==================== seq_mult_nxn
Figure 1. Cells by drive strength (seq_mult_nxn).
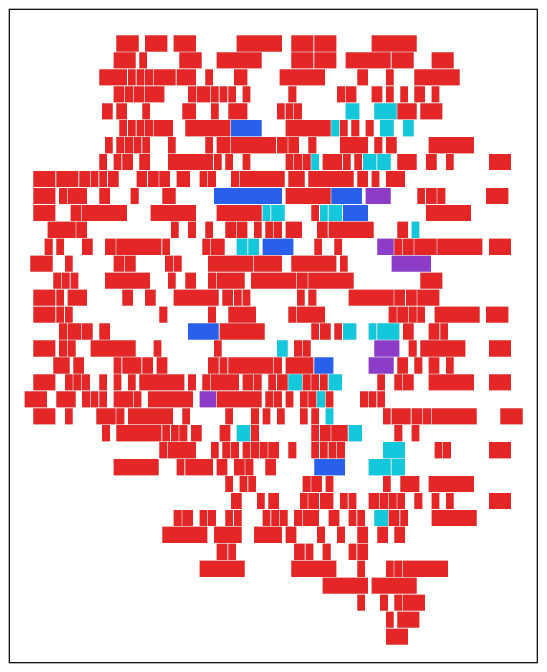

$ cat config.mk
export PLATFORM = sky130hd
export DESIGN_NAME = seq_mult_nxn
export DESIGN_NICKNAME = d
export VERILOG_FILES = /design/src/rtl/seq_mult_nxn.sv
export SDC_FILE = /design/constraint.sdc
export NUM_CORES = 1
export LEC_CHECK = 0
export ABC_AREA = 1
export ABC_CLOCK_PERIOD_IN_PS = 4800
export CAP_MARGIN = 10
export CORE_ASPECT_RATIO = 1.25
export CORE_MARGIN = 2
export CORE_UTILIZATION = 35
export DETAILED_ROUTE_END_ITERATION = 12
export GPL_TIMING_DRIVEN = 0
export MAX_ROUTING_LAYER = met4
export PLACE_DENSITY = 0.64
export SETUP_SLACK_MARGIN = 0.1
export SLEW_MARGIN = 20
export SYNTH_ARGS = -nofsm -noshare
export SYNTH_HDL_FRONTEND = slang
export SYNTH_SLANG_ARGS = --single-unit
export TNS_END_PERCENT = 100
$ cat constraint.sdc
create_clock -name clk -period 4.8 [get_ports clk]
set_input_delay 0.72 -clock clk [delete_from_list [all_inputs] [get_ports clk]]
set_output_delay 0.72 -clock clk [all_outputs]
set_load 0.005 [all_outputs]
$ cat src/rtl/seq_mult_nxn.sv
// Sequential shift-add WIDTH x WIDTH multiplier with a start/busy/done handshake, signed or unsigned per operation.
// Define SEQ_MULT_EARLY_TERM_EN to finish as soon as the remaining multiplier bits are all zero.
module seq_mult_nxn #(
    parameter int WIDTH = 8
) (
    input  logic                 clk,
    input  logic                 rst,
    input  logic                 start,
    input  logic                 signed_mode,
    input  logic [WIDTH-1:0]     M,
    input  logic [WIDTH-1:0]     Q,
    output logic                 busy,
    output logic                 done,
    output logic [2*WIDTH-1:0]   P
);
    localparam int CW = $clog2(WIDTH);

    typedef enum logic [1:0] {IDLE, RUN, DONE} state_t;

    state_t             state_q;
    logic [WIDTH-1:0]   mm_q, mq_q, acc_q;
    logic               neg_q;
    logic [CW-1:0]      cnt_q;
    logic               busy_q, done_q;
    logic [2*WIDTH-1:0] p_q;

    logic [WIDTH-1:0]   mag_m_d, mag_q_d, acc_d, mq_d;
    logic               neg_d, last;
    logic [WIDTH:0]     sum;
    logic [2*WIDTH-1:0] prod, res;

    // Magnitudes fit WIDTH bits unsigned, so -2^(W-1) maps cleanly to 2^(W-1).
    always_comb begin
        mag_m_d = (signed_mode && M[WIDTH-1]) ? -M : M;
        mag_q_d = (signed_mode && Q[WIDTH-1]) ? -Q : Q;
        neg_d   = signed_mode & (M[WIDTH-1] ^ Q[WIDTH-1]);
    end

`ifdef SEQ_MULT_EARLY_TERM_EN
    logic [CW-1:0] shamt;
    logic          rem_nz;
    always_comb begin
        sum    = {1'b0, acc_q} + ({1'b0, mm_q} & {(WIDTH+1){mq_q[0]}});
        acc_d  = sum[WIDTH:1];
        mq_d   = {sum[0], mq_q[WIDTH-1:1]};
        shamt  = CW'(WIDTH-1) - cnt_q;
        rem_nz = 1'b0;
        // Low 'shamt' bits of the shifted multiplier are the bits not yet consumed.
        for (int i = 0; i < WIDTH-1; i++)
            if (CW'(i) < shamt && mq_q[i+1]) rem_nz = 1'b1;
        last   = ~rem_nz;
        prod   = {acc_d, mq_d} >> shamt;
        res    = neg_q ? -prod : prod;
    end
`else
    always_comb begin
        sum   = {1'b0, acc_q} + ({1'b0, mm_q} & {(WIDTH+1){mq_q[0]}});
        acc_d = sum[WIDTH:1];
        mq_d  = {sum[0], mq_q[WIDTH-1:1]};
        last  = (cnt_q == CW'(WIDTH-1));
        prod  = {acc_d, mq_d};
        res   = neg_q ? -prod : prod;
    end
`endif

    always_ff @(posedge clk) begin
        if (rst) begin
            state_q <= IDLE;
            mm_q    <= '0;
            mq_q    <= '0;
            acc_q   <= '0;
            neg_q   <= 1'b0;
            cnt_q   <= '0;
            busy_q  <= 1'b0;
            done_q  <= 1'b0;
            p_q     <= '0;
        end else begin
            case (state_q)
                IDLE, DONE: begin
                    done_q <= 1'b0;
                    if (start) begin
                        mm_q    <= mag_m_d;
                        mq_q    <= mag_q_d;
                        neg_q   <= neg_d;
                        acc_q   <= '0;
                        cnt_q   <= '0;
                        busy_q  <= 1'b1;
                        state_q <= RUN;
                    end else begin
                        state_q <= IDLE;
                    end
                end
                RUN: begin
                    acc_q <= acc_d;
                    mq_q  <= mq_d;
                    cnt_q <= cnt_q + 1'b1;
                    if (last) begin
                        p_q     <= res;
                        busy_q  <= 1'b0;
                        done_q  <= 1'b1;
                        state_q <= DONE;
                    end
                end
                default: state_q <= IDLE;
            endcase
        end
    end

    assign busy = busy_q;
    assign done = done_q;
    assign P    = p_q;
endmodule

==================== logic_unit_pipe
### config.mk
export PLATFORM = sky130hd
export DESIGN_NAME = logic_unit_pipe
export DESIGN_NICKNAME = d
export VERILOG_FILES = /design/src/rtl/logic_pkg.sv /design/src/rtl/logic_stage.sv /design/src/rtl/logic_unit_pipe.sv
export SDC_FILE = /design/constraint.sdc
export NUM_CORES = 1
export LEC_CHECK = 0
export ABC_AREA = 1
export CAP_MARGIN = 20
export CORE_AREA = 2 2 164 166
export CTS_CLUSTER_DIAMETER = 60
export DETAILED_ROUTE_END_ITERATION = 6
export DIE_AREA = 0 0 166 168
export PLACE_DENSITY_LB_ADDON = 0.2
export SLEW_MARGIN = 20
export SYNTH_ARGS = -nofsm -noshare
export SYNTH_HDL_FRONTEND = slang
export SYNTH_SLANG_ARGS = --single-unit
### constraint.sdc
create_clock -name clk -period 2.95 [get_ports clk]
set_input_delay 0.4425 -clock clk [delete_from_list [all_inputs] [get_ports clk]]
set_output_delay 0.4425 -clock clk [all_outputs]
set_load 0.01 [all_outputs]
### src/rtl/logic_pkg.sv
// Shared definitions for the pipelined logic unit: op encoding, flag payload, defaults.
package logic_pkg;

    localparam int unsigned DEF_WIDTH  = 64;
    localparam int unsigned DEF_STAGES = 2;

    typedef enum logic [2:0] {
        OP_AND = 3'b000,
        OP_ORR = 3'b001,
        OP_EOR = 3'b010,
        OP_BIC = 3'b011,
        OP_ORN = 3'b100,
        OP_EON = 3'b101,
        OP_MVN = 3'b110,
        OP_MOV = 3'b111
    } logic_op_t;

    // Flag fields carried alongside the result through the pipe
    typedef struct packed {
        logic flags_valid;
        logic flag_n;
        logic flag_z;
    } flags_t;

    localparam int unsigned FLAGS_W = $bits(flags_t);

endpackage

### src/rtl/logic_stage.sv
// One valid/ready pipeline register; loads whenever it is empty or its contents move on.
module logic_stage #(
    parameter int unsigned DW         = 8,
    parameter bit          CLEAR_DATA = 1'b0
) (
    input  logic          clk,
    input  logic          reset_n,
    input  logic          up_valid,
    output logic          up_ready_c,
    input  logic [DW-1:0] up_data,
    output logic          dn_valid,
    input  logic          dn_ready,
    output logic [DW-1:0] dn_data
);

    logic load_c;

    assign load_c     = ~dn_valid | dn_ready;
    assign up_ready_c = load_c;

    always_ff @(posedge clk or negedge reset_n) begin
        if (!reset_n) begin
            dn_valid <= 1'b0;
        end else if (load_c) begin
            dn_valid <= up_valid;
        end
    end

    // Only the output stage needs its payload cleared; inner stages are datapath-only
    generate
        if (CLEAR_DATA) begin : g_clr
            always_ff @(posedge clk or negedge reset_n) begin
                if (!reset_n) begin
                    dn_data <= '0;
                end else if (load_c && up_valid) begin
                    dn_data <= up_data;
                end
            end
        end else begin : g_noclr
            always_ff @(posedge clk) begin
                if (load_c && up_valid) begin
                    dn_data <= up_data;
                end
            end
        end
    endgenerate

endmodule

### src/rtl/logic_unit_pipe.sv
// Pipelined bitwise logic unit with N/Z flags and collapsing valid/ready stages.
module logic_unit_pipe
    import logic_pkg::*;
#(
    parameter int unsigned WIDTH  = DEF_WIDTH,
    parameter int unsigned STAGES = DEF_STAGES
) (
    input  logic             clk,
    input  logic             reset_n,
    input  logic             in_valid,
    output logic             in_ready,
    input  logic [2:0]       op,
    input  logic [WIDTH-1:0] a,
    input  logic [WIDTH-1:0] b,
    input  logic             set_flags,
    output logic             out_valid,
    input  logic             out_ready,
    output logic [WIDTH-1:0] result,
    output logic             flag_n,
    output logic             flag_z,
    output logic             flags_valid
);

    localparam int unsigned PW = WIDTH + FLAGS_W;

    logic_op_t        op_e;
    logic [WIDTH-1:0] res_c;
    flags_t           flags_in_c;
    flags_t           f_out;

    logic [STAGES:0]  vld;
    logic [STAGES:0]  rdy;
    logic [PW-1:0]    dat [STAGES+1];

    // Op decode ahead of stage 1
    always_comb begin
        op_e  = logic_op_t'(op);
        res_c = '0;
        case (op_e)
            OP_AND:  res_c = a & b;
            OP_ORR:  res_c = a | b;
            OP_EOR:  res_c = a ^ b;
            OP_BIC:  res_c = a & ~b;
            OP_ORN:  res_c = a | ~b;
            OP_EON:  res_c = a ^ ~b;
            OP_MVN:  res_c = ~b;
            OP_MOV:  res_c = b;
            default: res_c = '0;
        endcase
    end

    always_comb begin
        flags_in_c             = '0;
        flags_in_c.flags_valid = set_flags;
    end

    assign vld[0]      = in_valid;
    assign dat[0]      = {res_c, flags_in_c};
    assign rdy[STAGES] = out_ready;
    assign in_ready    = reset_n & rdy[0];

    generate
        for (genvar gi = 0; gi < STAGES; gi++) begin : g_stage
            logic [PW-1:0] ld_c;

            // Flags are formed only on entry to the output stage, from the incoming result
            if (gi == STAGES - 1) begin : g_last
                logic [WIDTH-1:0] r_c;
                flags_t           f_in;
                flags_t           f_c;

                assign r_c  = dat[gi][PW-1:FLAGS_W];
                assign f_in = flags_t'(dat[gi][FLAGS_W-1:0]);

                always_comb begin
                    f_c        = f_in;
                    f_c.flag_n = f_in.flags_valid & r_c[WIDTH-1];
                    f_c.flag_z = f_in.flags_valid & (r_c == '0);
                end

                assign ld_c = {r_c, f_c};
            end else begin : g_mid
                assign ld_c = dat[gi];
            end

            logic_stage #(
                .DW         (PW),
                .CLEAR_DATA (gi == STAGES - 1)
            ) u_stage (
                .clk        (clk),
                .reset_n    (reset_n),
                .up_valid   (vld[gi]),
                .up_ready_c (rdy[gi]),
                .up_data    (ld_c),
                .dn_valid   (vld[gi+1]),
                .dn_ready   (rdy[gi+1]),
                .dn_data    (dat[gi+1])
            );
        end
    endgenerate

    assign out_valid   = vld[STAGES];
    assign result      = dat[STAGES][PW-1:FLAGS_W];
    assign f_out       = flags_t'(dat[STAGES][FLAGS_W-1:0]);
    assign flag_n      = f_out.flag_n;
    assign flag_z      = f_out.flag_z;
    assign flags_valid = f_out.flags_valid;

endmodule

==================== bnn_param_loader
$ cat src/rtl/bnn_param_loader.sv
// bnn_param_loader
// Collects a 4-bit nibble stream into per-neuron parameter records for the
// 8-8-4 BNN core. Each record is three nibbles: weight[3:0], weight[7:4] and
// threshold[3:0]. One registered write strobe is issued per completed record.
// The block also tracks load progress, flags truncated records and keeps a
// running checksum of every accepted nibble.
module bnn_param_loader #(
  parameter int NUM_NEURONS = 20,
  parameter int ADDR_W      = 5
) (
  input  logic              clk,
  input  logic              reset,
  input  logic              ena,
  input  logic              start,
  input  logic              load_en,
  input  logic [3:0]        nibble,
  output logic              wr_en,
  output logic [ADDR_W-1:0] wr_addr,
  output logic [7:0]        wr_weight,
  output logic [3:0]        wr_thresh,
  output logic              busy,
  output logic              done,
  output logic              err,
  output logic [7:0]        checksum
);

  // Position of the next expected nibble inside the current record.
  typedef enum logic [1:0] {
    PH_LO = 2'd0,
    PH_HI = 2'd1,
    PH_TH = 2'd2
  } phase_t;

  localparam logic [ADDR_W-1:0] LAST_IDX = ADDR_W'(NUM_NEURONS - 1);

  phase_t            phase_reg;
  logic [ADDR_W-1:0] index_reg;
  logic [3:0]        lo_reg;
  logic [3:0]        hi_reg;
  logic              accept;
  logic              truncate;

  // A nibble is taken only when enabled, qualified, not finished and not
  // being overridden by a restart in the same cycle.
  assign accept   = ena && load_en && !done && !start;

  // A gap in load_en while a record is partially received means the host
  // aborted mid-record. With ena low the stream is simply paused.
  assign truncate = ena && !load_en && (phase_reg != PH_LO);

  // Partial-record indicator comes straight from the phase.
  assign busy = (phase_reg == PH_HI) || (phase_reg == PH_TH);

  // Record assembly, write strobe generation, progress and status tracking.
  always_ff @(posedge clk) begin
    if (reset) begin
      phase_reg <= PH_LO;
      index_reg <= '0;
      lo_reg    <= 4'h0;
      hi_reg    <= 4'h0;
      wr_en     <= 1'b0;
      wr_addr   <= '0;
      wr_weight <= 8'h00;
      wr_thresh <= 4'h0;
      done      <= 1'b0;
      err       <= 1'b0;
      checksum  <= 8'h00;
    end else begin
      // The strobe is a single-cycle pulse; address and data hold.
      wr_en <= 1'b0;
      if (start) begin
        // Restart discards any partial record silently; a write already in
        // the output register has been presented and is not disturbed.
        phase_reg <= PH_LO;
        index_reg <= '0;
        done      <= 1'b0;
        err       <= 1'b0;
        checksum  <= 8'h00;
      end else if (accept) begin
        checksum <= checksum + {4'h0, nibble};
        case (phase_reg)
          PH_LO: begin
            lo_reg    <= nibble;
            phase_reg <= PH_HI;
          end
          PH_HI: begin
            hi_reg    <= nibble;
            phase_reg <= PH_TH;
          end
          PH_TH: begin
            phase_reg <= PH_LO;
            wr_en     <= 1'b1;
            wr_addr   <= index_reg;
            wr_weight <= {hi_reg, lo_reg};
            wr_thresh <= nibble;
            // The index saturates on the last neuron so wr_addr never
            // points past the parameter store.
            if (index_reg == LAST_IDX) begin
              done <= 1'b1;
            end else begin
              index_reg <= index_reg + 1'b1;
            end
          end
          default: begin
            phase_reg <= PH_LO;
          end
        endcase
      end else if (truncate) begin
        // Drop the partial record; the same neuron index is reloaded next.
        err       <= 1'b1;
        phase_reg <= PH_LO;
      end
    end
  end

endmodule

$ cat config.mk
export PLATFORM = sky130hd
export DESIGN_NAME = bnn_param_loader
export DESIGN_NICKNAME = d
export VERILOG_FILES = /design/src/rtl/bnn_param_loader.sv
export SDC_FILE = /design/constraint.sdc
export NUM_CORES = 1
export LEC_CHECK = 0
export CORE_ASPECT_RATIO = 0.75
export CORE_UTILIZATION = 50
export CTS_CLUSTER_DIAMETER = 100
export DETAILED_ROUTE_END_ITERATION = 6
export PLACE_DENSITY_LB_ADDON = 0.12
export SYNTH_ARGS = -nofsm -noshare
export SYNTH_HDL_FRONTEND = slang
export SYNTH_SLANG_ARGS = --single-unit
$ cat constraint.sdc
create_clock -name clk -period 2.1 [get_ports clk]
set_clock_uncertainty 0.15 [all_clocks]
set_input_delay 0.42 -clock clk [delete_from_list [all_inputs] [get_ports clk]]
set_output_delay 0.42 -clock clk [all_outputs]
set_load 0.005 [all_outputs]

==> gallery <==
Clock network drawn from the DEF.
picture 1
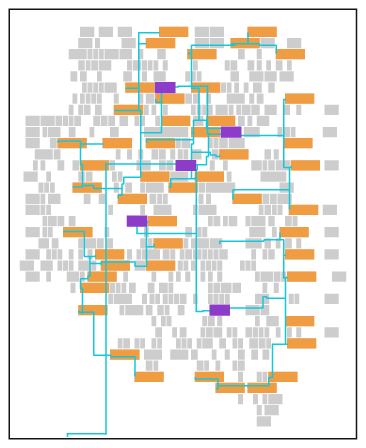
picture 2
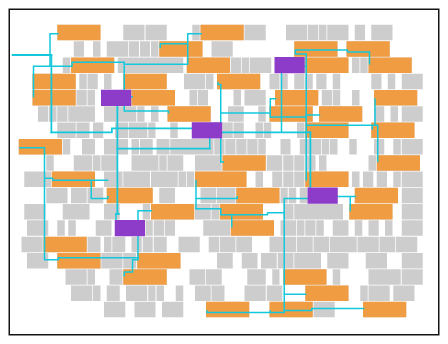
picture 3
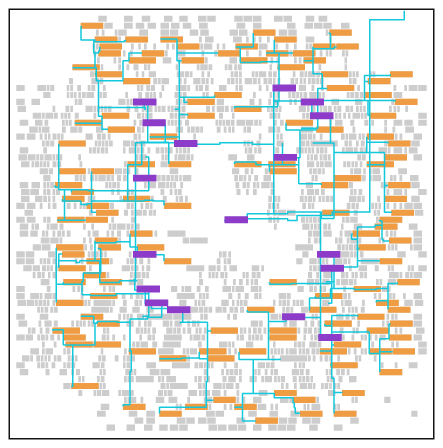
bnn_param_loader: picture 2
logic_unit_pipe: picture 3
seq_mult_nxn: picture 1
Of these, most sequential cells: picture 3

Key to picture 1:
[purple] cells driving clock nets | count: 5
[orange] flip-flops | count: 48
[cyan] clock wires | length: 667 um
routed clock nets: 6

Figure 2. Clock routing (seq_mult_nxn).
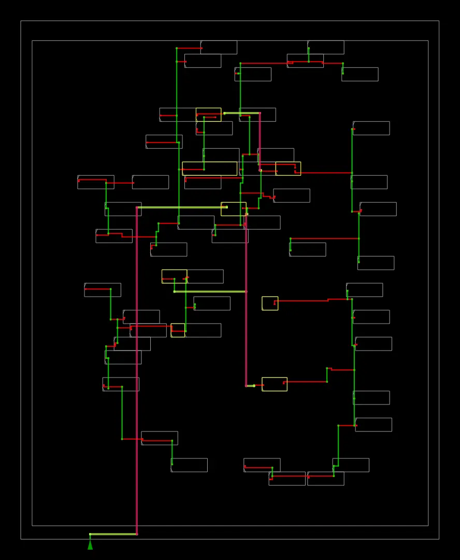
Clk. pwr: 306 uW
Clock buffer cells: 5
CTS buffer count: 5
clk latency of the worst-skew pair: 320 ps

Notes on Figure 1 above:
| colour | size | cells |
|---|---|---|
| blue | drive 6 and up | 8 |
| cyan | drive 2 | 29 |
| red | drive 1 or less | 424 |
| purple | drive 3 to 4 | 6 |
bufs w/o clock: 50
PnR worst setup slack: 2520 ps

==> flow_summary.ini, seq_mult_nxn <==
; flow metrics
[floorplanning]
dieHeight_um = 105
dieArea_mm2 = 0.00885
coreArea_mm2 = 0.00784

[outcome]
outcome = completed

[worst_hold_path]
hold_path_class = reg -> reg

[route]
vias_per_cell = 4.82

[final_layout]
area_growth_pct = 21.3
fillers = 841

[logic_synthesis]
yosys_area_mm2 = 0.00284
synthTopCellsByArea = dfxtp_1 (34%), nand2_1 (18%), inv_1 (6.6%)
ys_ff = 48
top_area_share_pct = 33.9
ys_sh_adder_pct = 6.44
top_logic_kind = simple AND/OR/NAND/NOR gates
synth-edff-count = 0

[clocking]
cts_resized = 0
cts_tree = done
cts_buffer_depth = 2

[worst_setup_path]
crit_required_ps = 5010
crit_end = P[15]$_SDFFE_PP0P_

[global_route]
grt_pass1_wl_um = 11200
grt_max_degree = 17

[flow_run]
max_cap_violations = 0

[final_timing]
fin_skew_ps = 16.7
period_minus_slack_ps = 2280
tightest_slew_ps = 537

[placement]
place_congestion = 0.836

[power]
seq_power_share_pct = 47.4
pwr-share-clk_pct = 34.1
pg_comb_uw = 166
[seq_mult_nxn: worst max-delay path, cell delays in order, from the launching register on]
cell	delay (ps)
dfxtp_1	320
clkbuf_1	280
nand2_1	80
inv_1	80
ha_1	190
fa_1	490
nor2_2	180
nand3_2	100
nor2_4	100
nand3_2	80
nand2_2	80
nand3_1	60
nand3_1	90
nand2_1	50
[seq_mult_nxn: metrics by stage]
step / instances / instance area, um2
3_5_place_dp: 554 / 3330
4_1_cts: 562 / 3440
3_3_place_gp: 554 / 3330
2_1_floorplan: 422 / 2840
6_report: 562 / 3440
5_1_grt: 562 / 3440
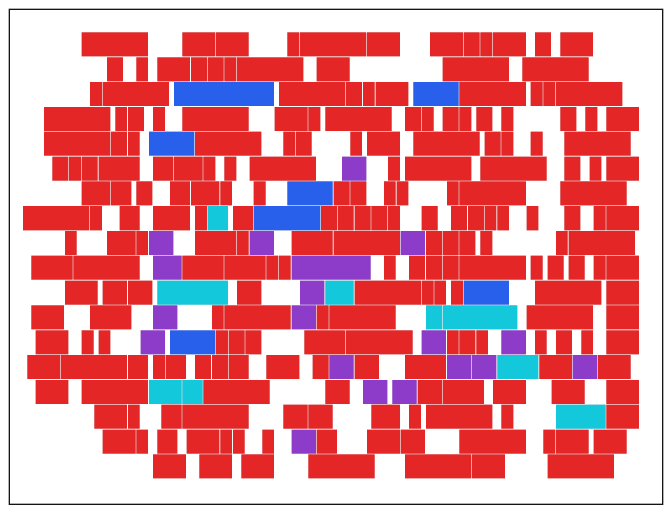
Figure 3: bnn_param_loader, cells by drive strength.
| colour | size | cells |
|---|---|---|
| blue | drive 6 and up | 7 |
| purple | drive 3 to 4 | 19 |
| red | drive 1 or less | 228 |
| cyan | drive 2 | 9 |
PnR worst setup slack: 78.2 ps
bufs w/o clock: 55
final instance area: 0.00244 mm2
Area Overhead vs Synth: 35.1%

==> flow_summary.ini, bnn_param_loader <==
; flow metrics
[logic_synthesis]
ys_sh_mux_pct = 1.11
yosys_cells = 211
ys_sh_adder_pct = 7.33
xor_area_share_pct = 2.42
synthTopCellsByArea = dfxtp_1 (48%), nand2_1 (10%), a21oi_1 (8.3%)
synth.cellmix.simpleShare_pct = 22.3
ys_types = 35

[worst_hold_path]
min_to = wr_weight[2]$_SDFFE_PP0P_
hold_path_class = reg -> reg

[worst_setup_path]
cp.depth = 6
critPathCaptureType = flip-flop
crit_path_max_incr_delay_ps = 490
cp-start-kind = primary input
r2r_slack_ps = 340

[clocking]
clkSinkCount = 43
cts_buffers = 5
hold_buffers = 0
clockRootBuffer = clkbuf_8

[outcome]
outcome = completed

[final_layout]
num-nets-final = 281

[power]
powerSeq_uw = 821
pwr-share-clk_pct = 40.9
p_sw_uw = 333
p_leak_uw = 0.000921
power_clock_uw = 635

[route]
post_drt_wl_per_cell_um = 12.8

[flow_run]
warnings = 29

[floorplanning]
boundaryPins = 38

[global_route]
grt_max_degree = 27
-- bnn_param_loader: final cells by class --
class	instances	area [um2]
sequential	43	866
fill	281	933
inverter	3	11.3
multi-input combinational	154	885
timing repair buffer	55	520
tap	40	50.0
clock inverter	3	43.8
clock buffer	5	68.8
-- bnn_param_loader: per-layer routing --
layer  global-route usage (%)  share of wire, %  vias to the layer above
met5                        0                 0                        -
met1                     29.5                52                      730
li1                         -                 -                      822
met3                     5.99               4.3                        7
met2                     31.7                42                       39
met4                     8.17               1.1                        0
Figure 4. Cells by drive strength (logic_unit_pipe).
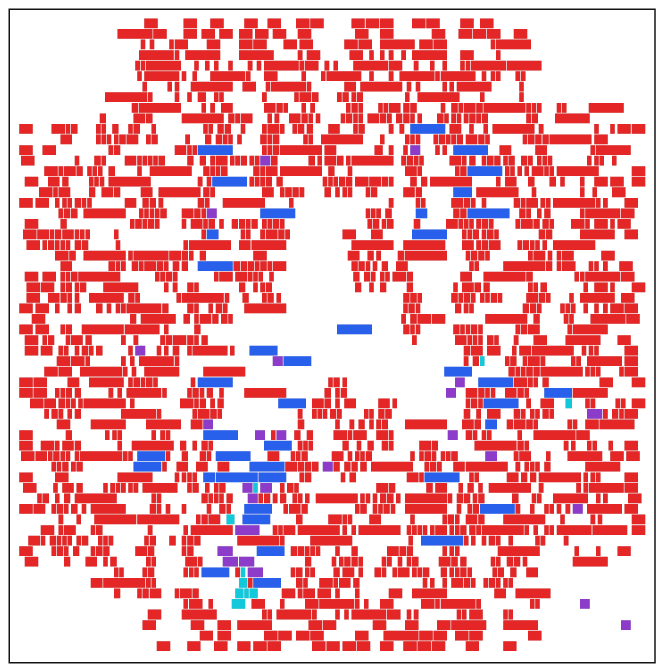
| colour | size | cells |
|---|---|---|
| cyan | drive 2 | 10 |
| red | drive 1 or less | 1,572 |
| blue | drive 6 and up | 39 |
| purple | drive 3 to 4 | 25 |
bufs w/o clock: 230
PnR worst setup slack: 839 ps
Area Overhead vs Synth: 25.7%
final instance area: 0.0130 mm2

==> flow_summary.ini, logic_unit_pipe <==
; flow metrics
[final_timing]
setup_viol = 0
hold_ws_ps = 57.7

[placement]
numPortBuffers = 204

[clocking]
clk_latency_ps = 430
cts_buffers = 17
hold_buffers = 0
clk_pin_slew_ps = 60

[worst_setup_path]
crit_path_max_incr_delay_ps = 520
r2r-start = g_stage[1].u_stage.dn_valid$_DFFE_PN0P_
crit_family = buffers and inverters
crit_start = out_ready
reg2reg_depth = 5
crit_buf_inv = 4

[logic_synthesis]
ys_types = 21
yosys_area_mm2 = 0.0103
syn_area_mm2 = 0.0103
synth-edff-count = 65

[route]
post_drt_wl_per_cell_um = 15.6
wl_met3_um = 1500
first_iter_violations = 621
num_vias = 9935

[power]
p_comb_share_pct = 29.6
powerSeq_uw = 2590
pg_comb_uw = 2050
power_leader = sequential cells

[final_layout]
layout-drive-gt1-share_pct = 4.50

[outcome]
outcome = completed

[global_route]
antenna_found_initial = 4
grt_pass1_wl_um = 50200

[floorplanning]
rows = 60
initial_utilization_pct = 39.1
==> logic_unit_pipe: layout make-up <==
class	count	share of cell area [%]
inverters	88	2.56
flip-flops and latches	134	28.4
repair buffers	230	18.6
well taps	341	3.29
clock inverters	13	1.33
diodes	4	0.0773
multi-input cells	1162	42.3
clock buffers	19	3.42
==> logic_unit_pipe: metrics by stage <==
step	area, um2	total power (uW)	cells
after floorplan	10300	3900	1518
after global placement	12300	4660	1955
after detailed placement	12300	4690	1955
after CTS	12900	6990	1987
after global routing	13000	7310	1990
final	13000	6930	1991


==> layout pictures side by side <==
Met1 routing.
Supply wires on this layer in grey. Cells faint in the background.
Plate I
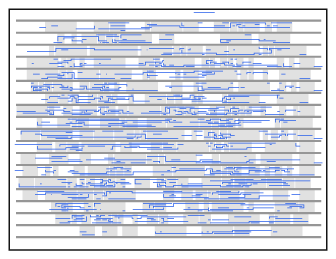
Plate II
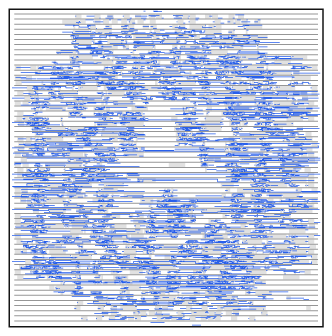
Plate III
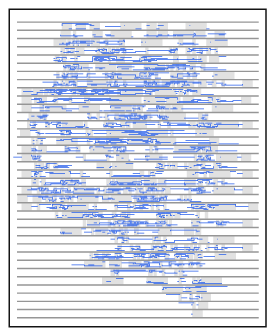
- Plate I = bnn_param_loader
- Plate III = seq_mult_nxn
- Plate II = logic_unit_pipe

Key to Plate I:
wire length on this layer: 2,030 um
main direction: horizontal
longest straight run: 25.8 um

Power figures rest on the tool's default switching activity, not on a simulated workload.
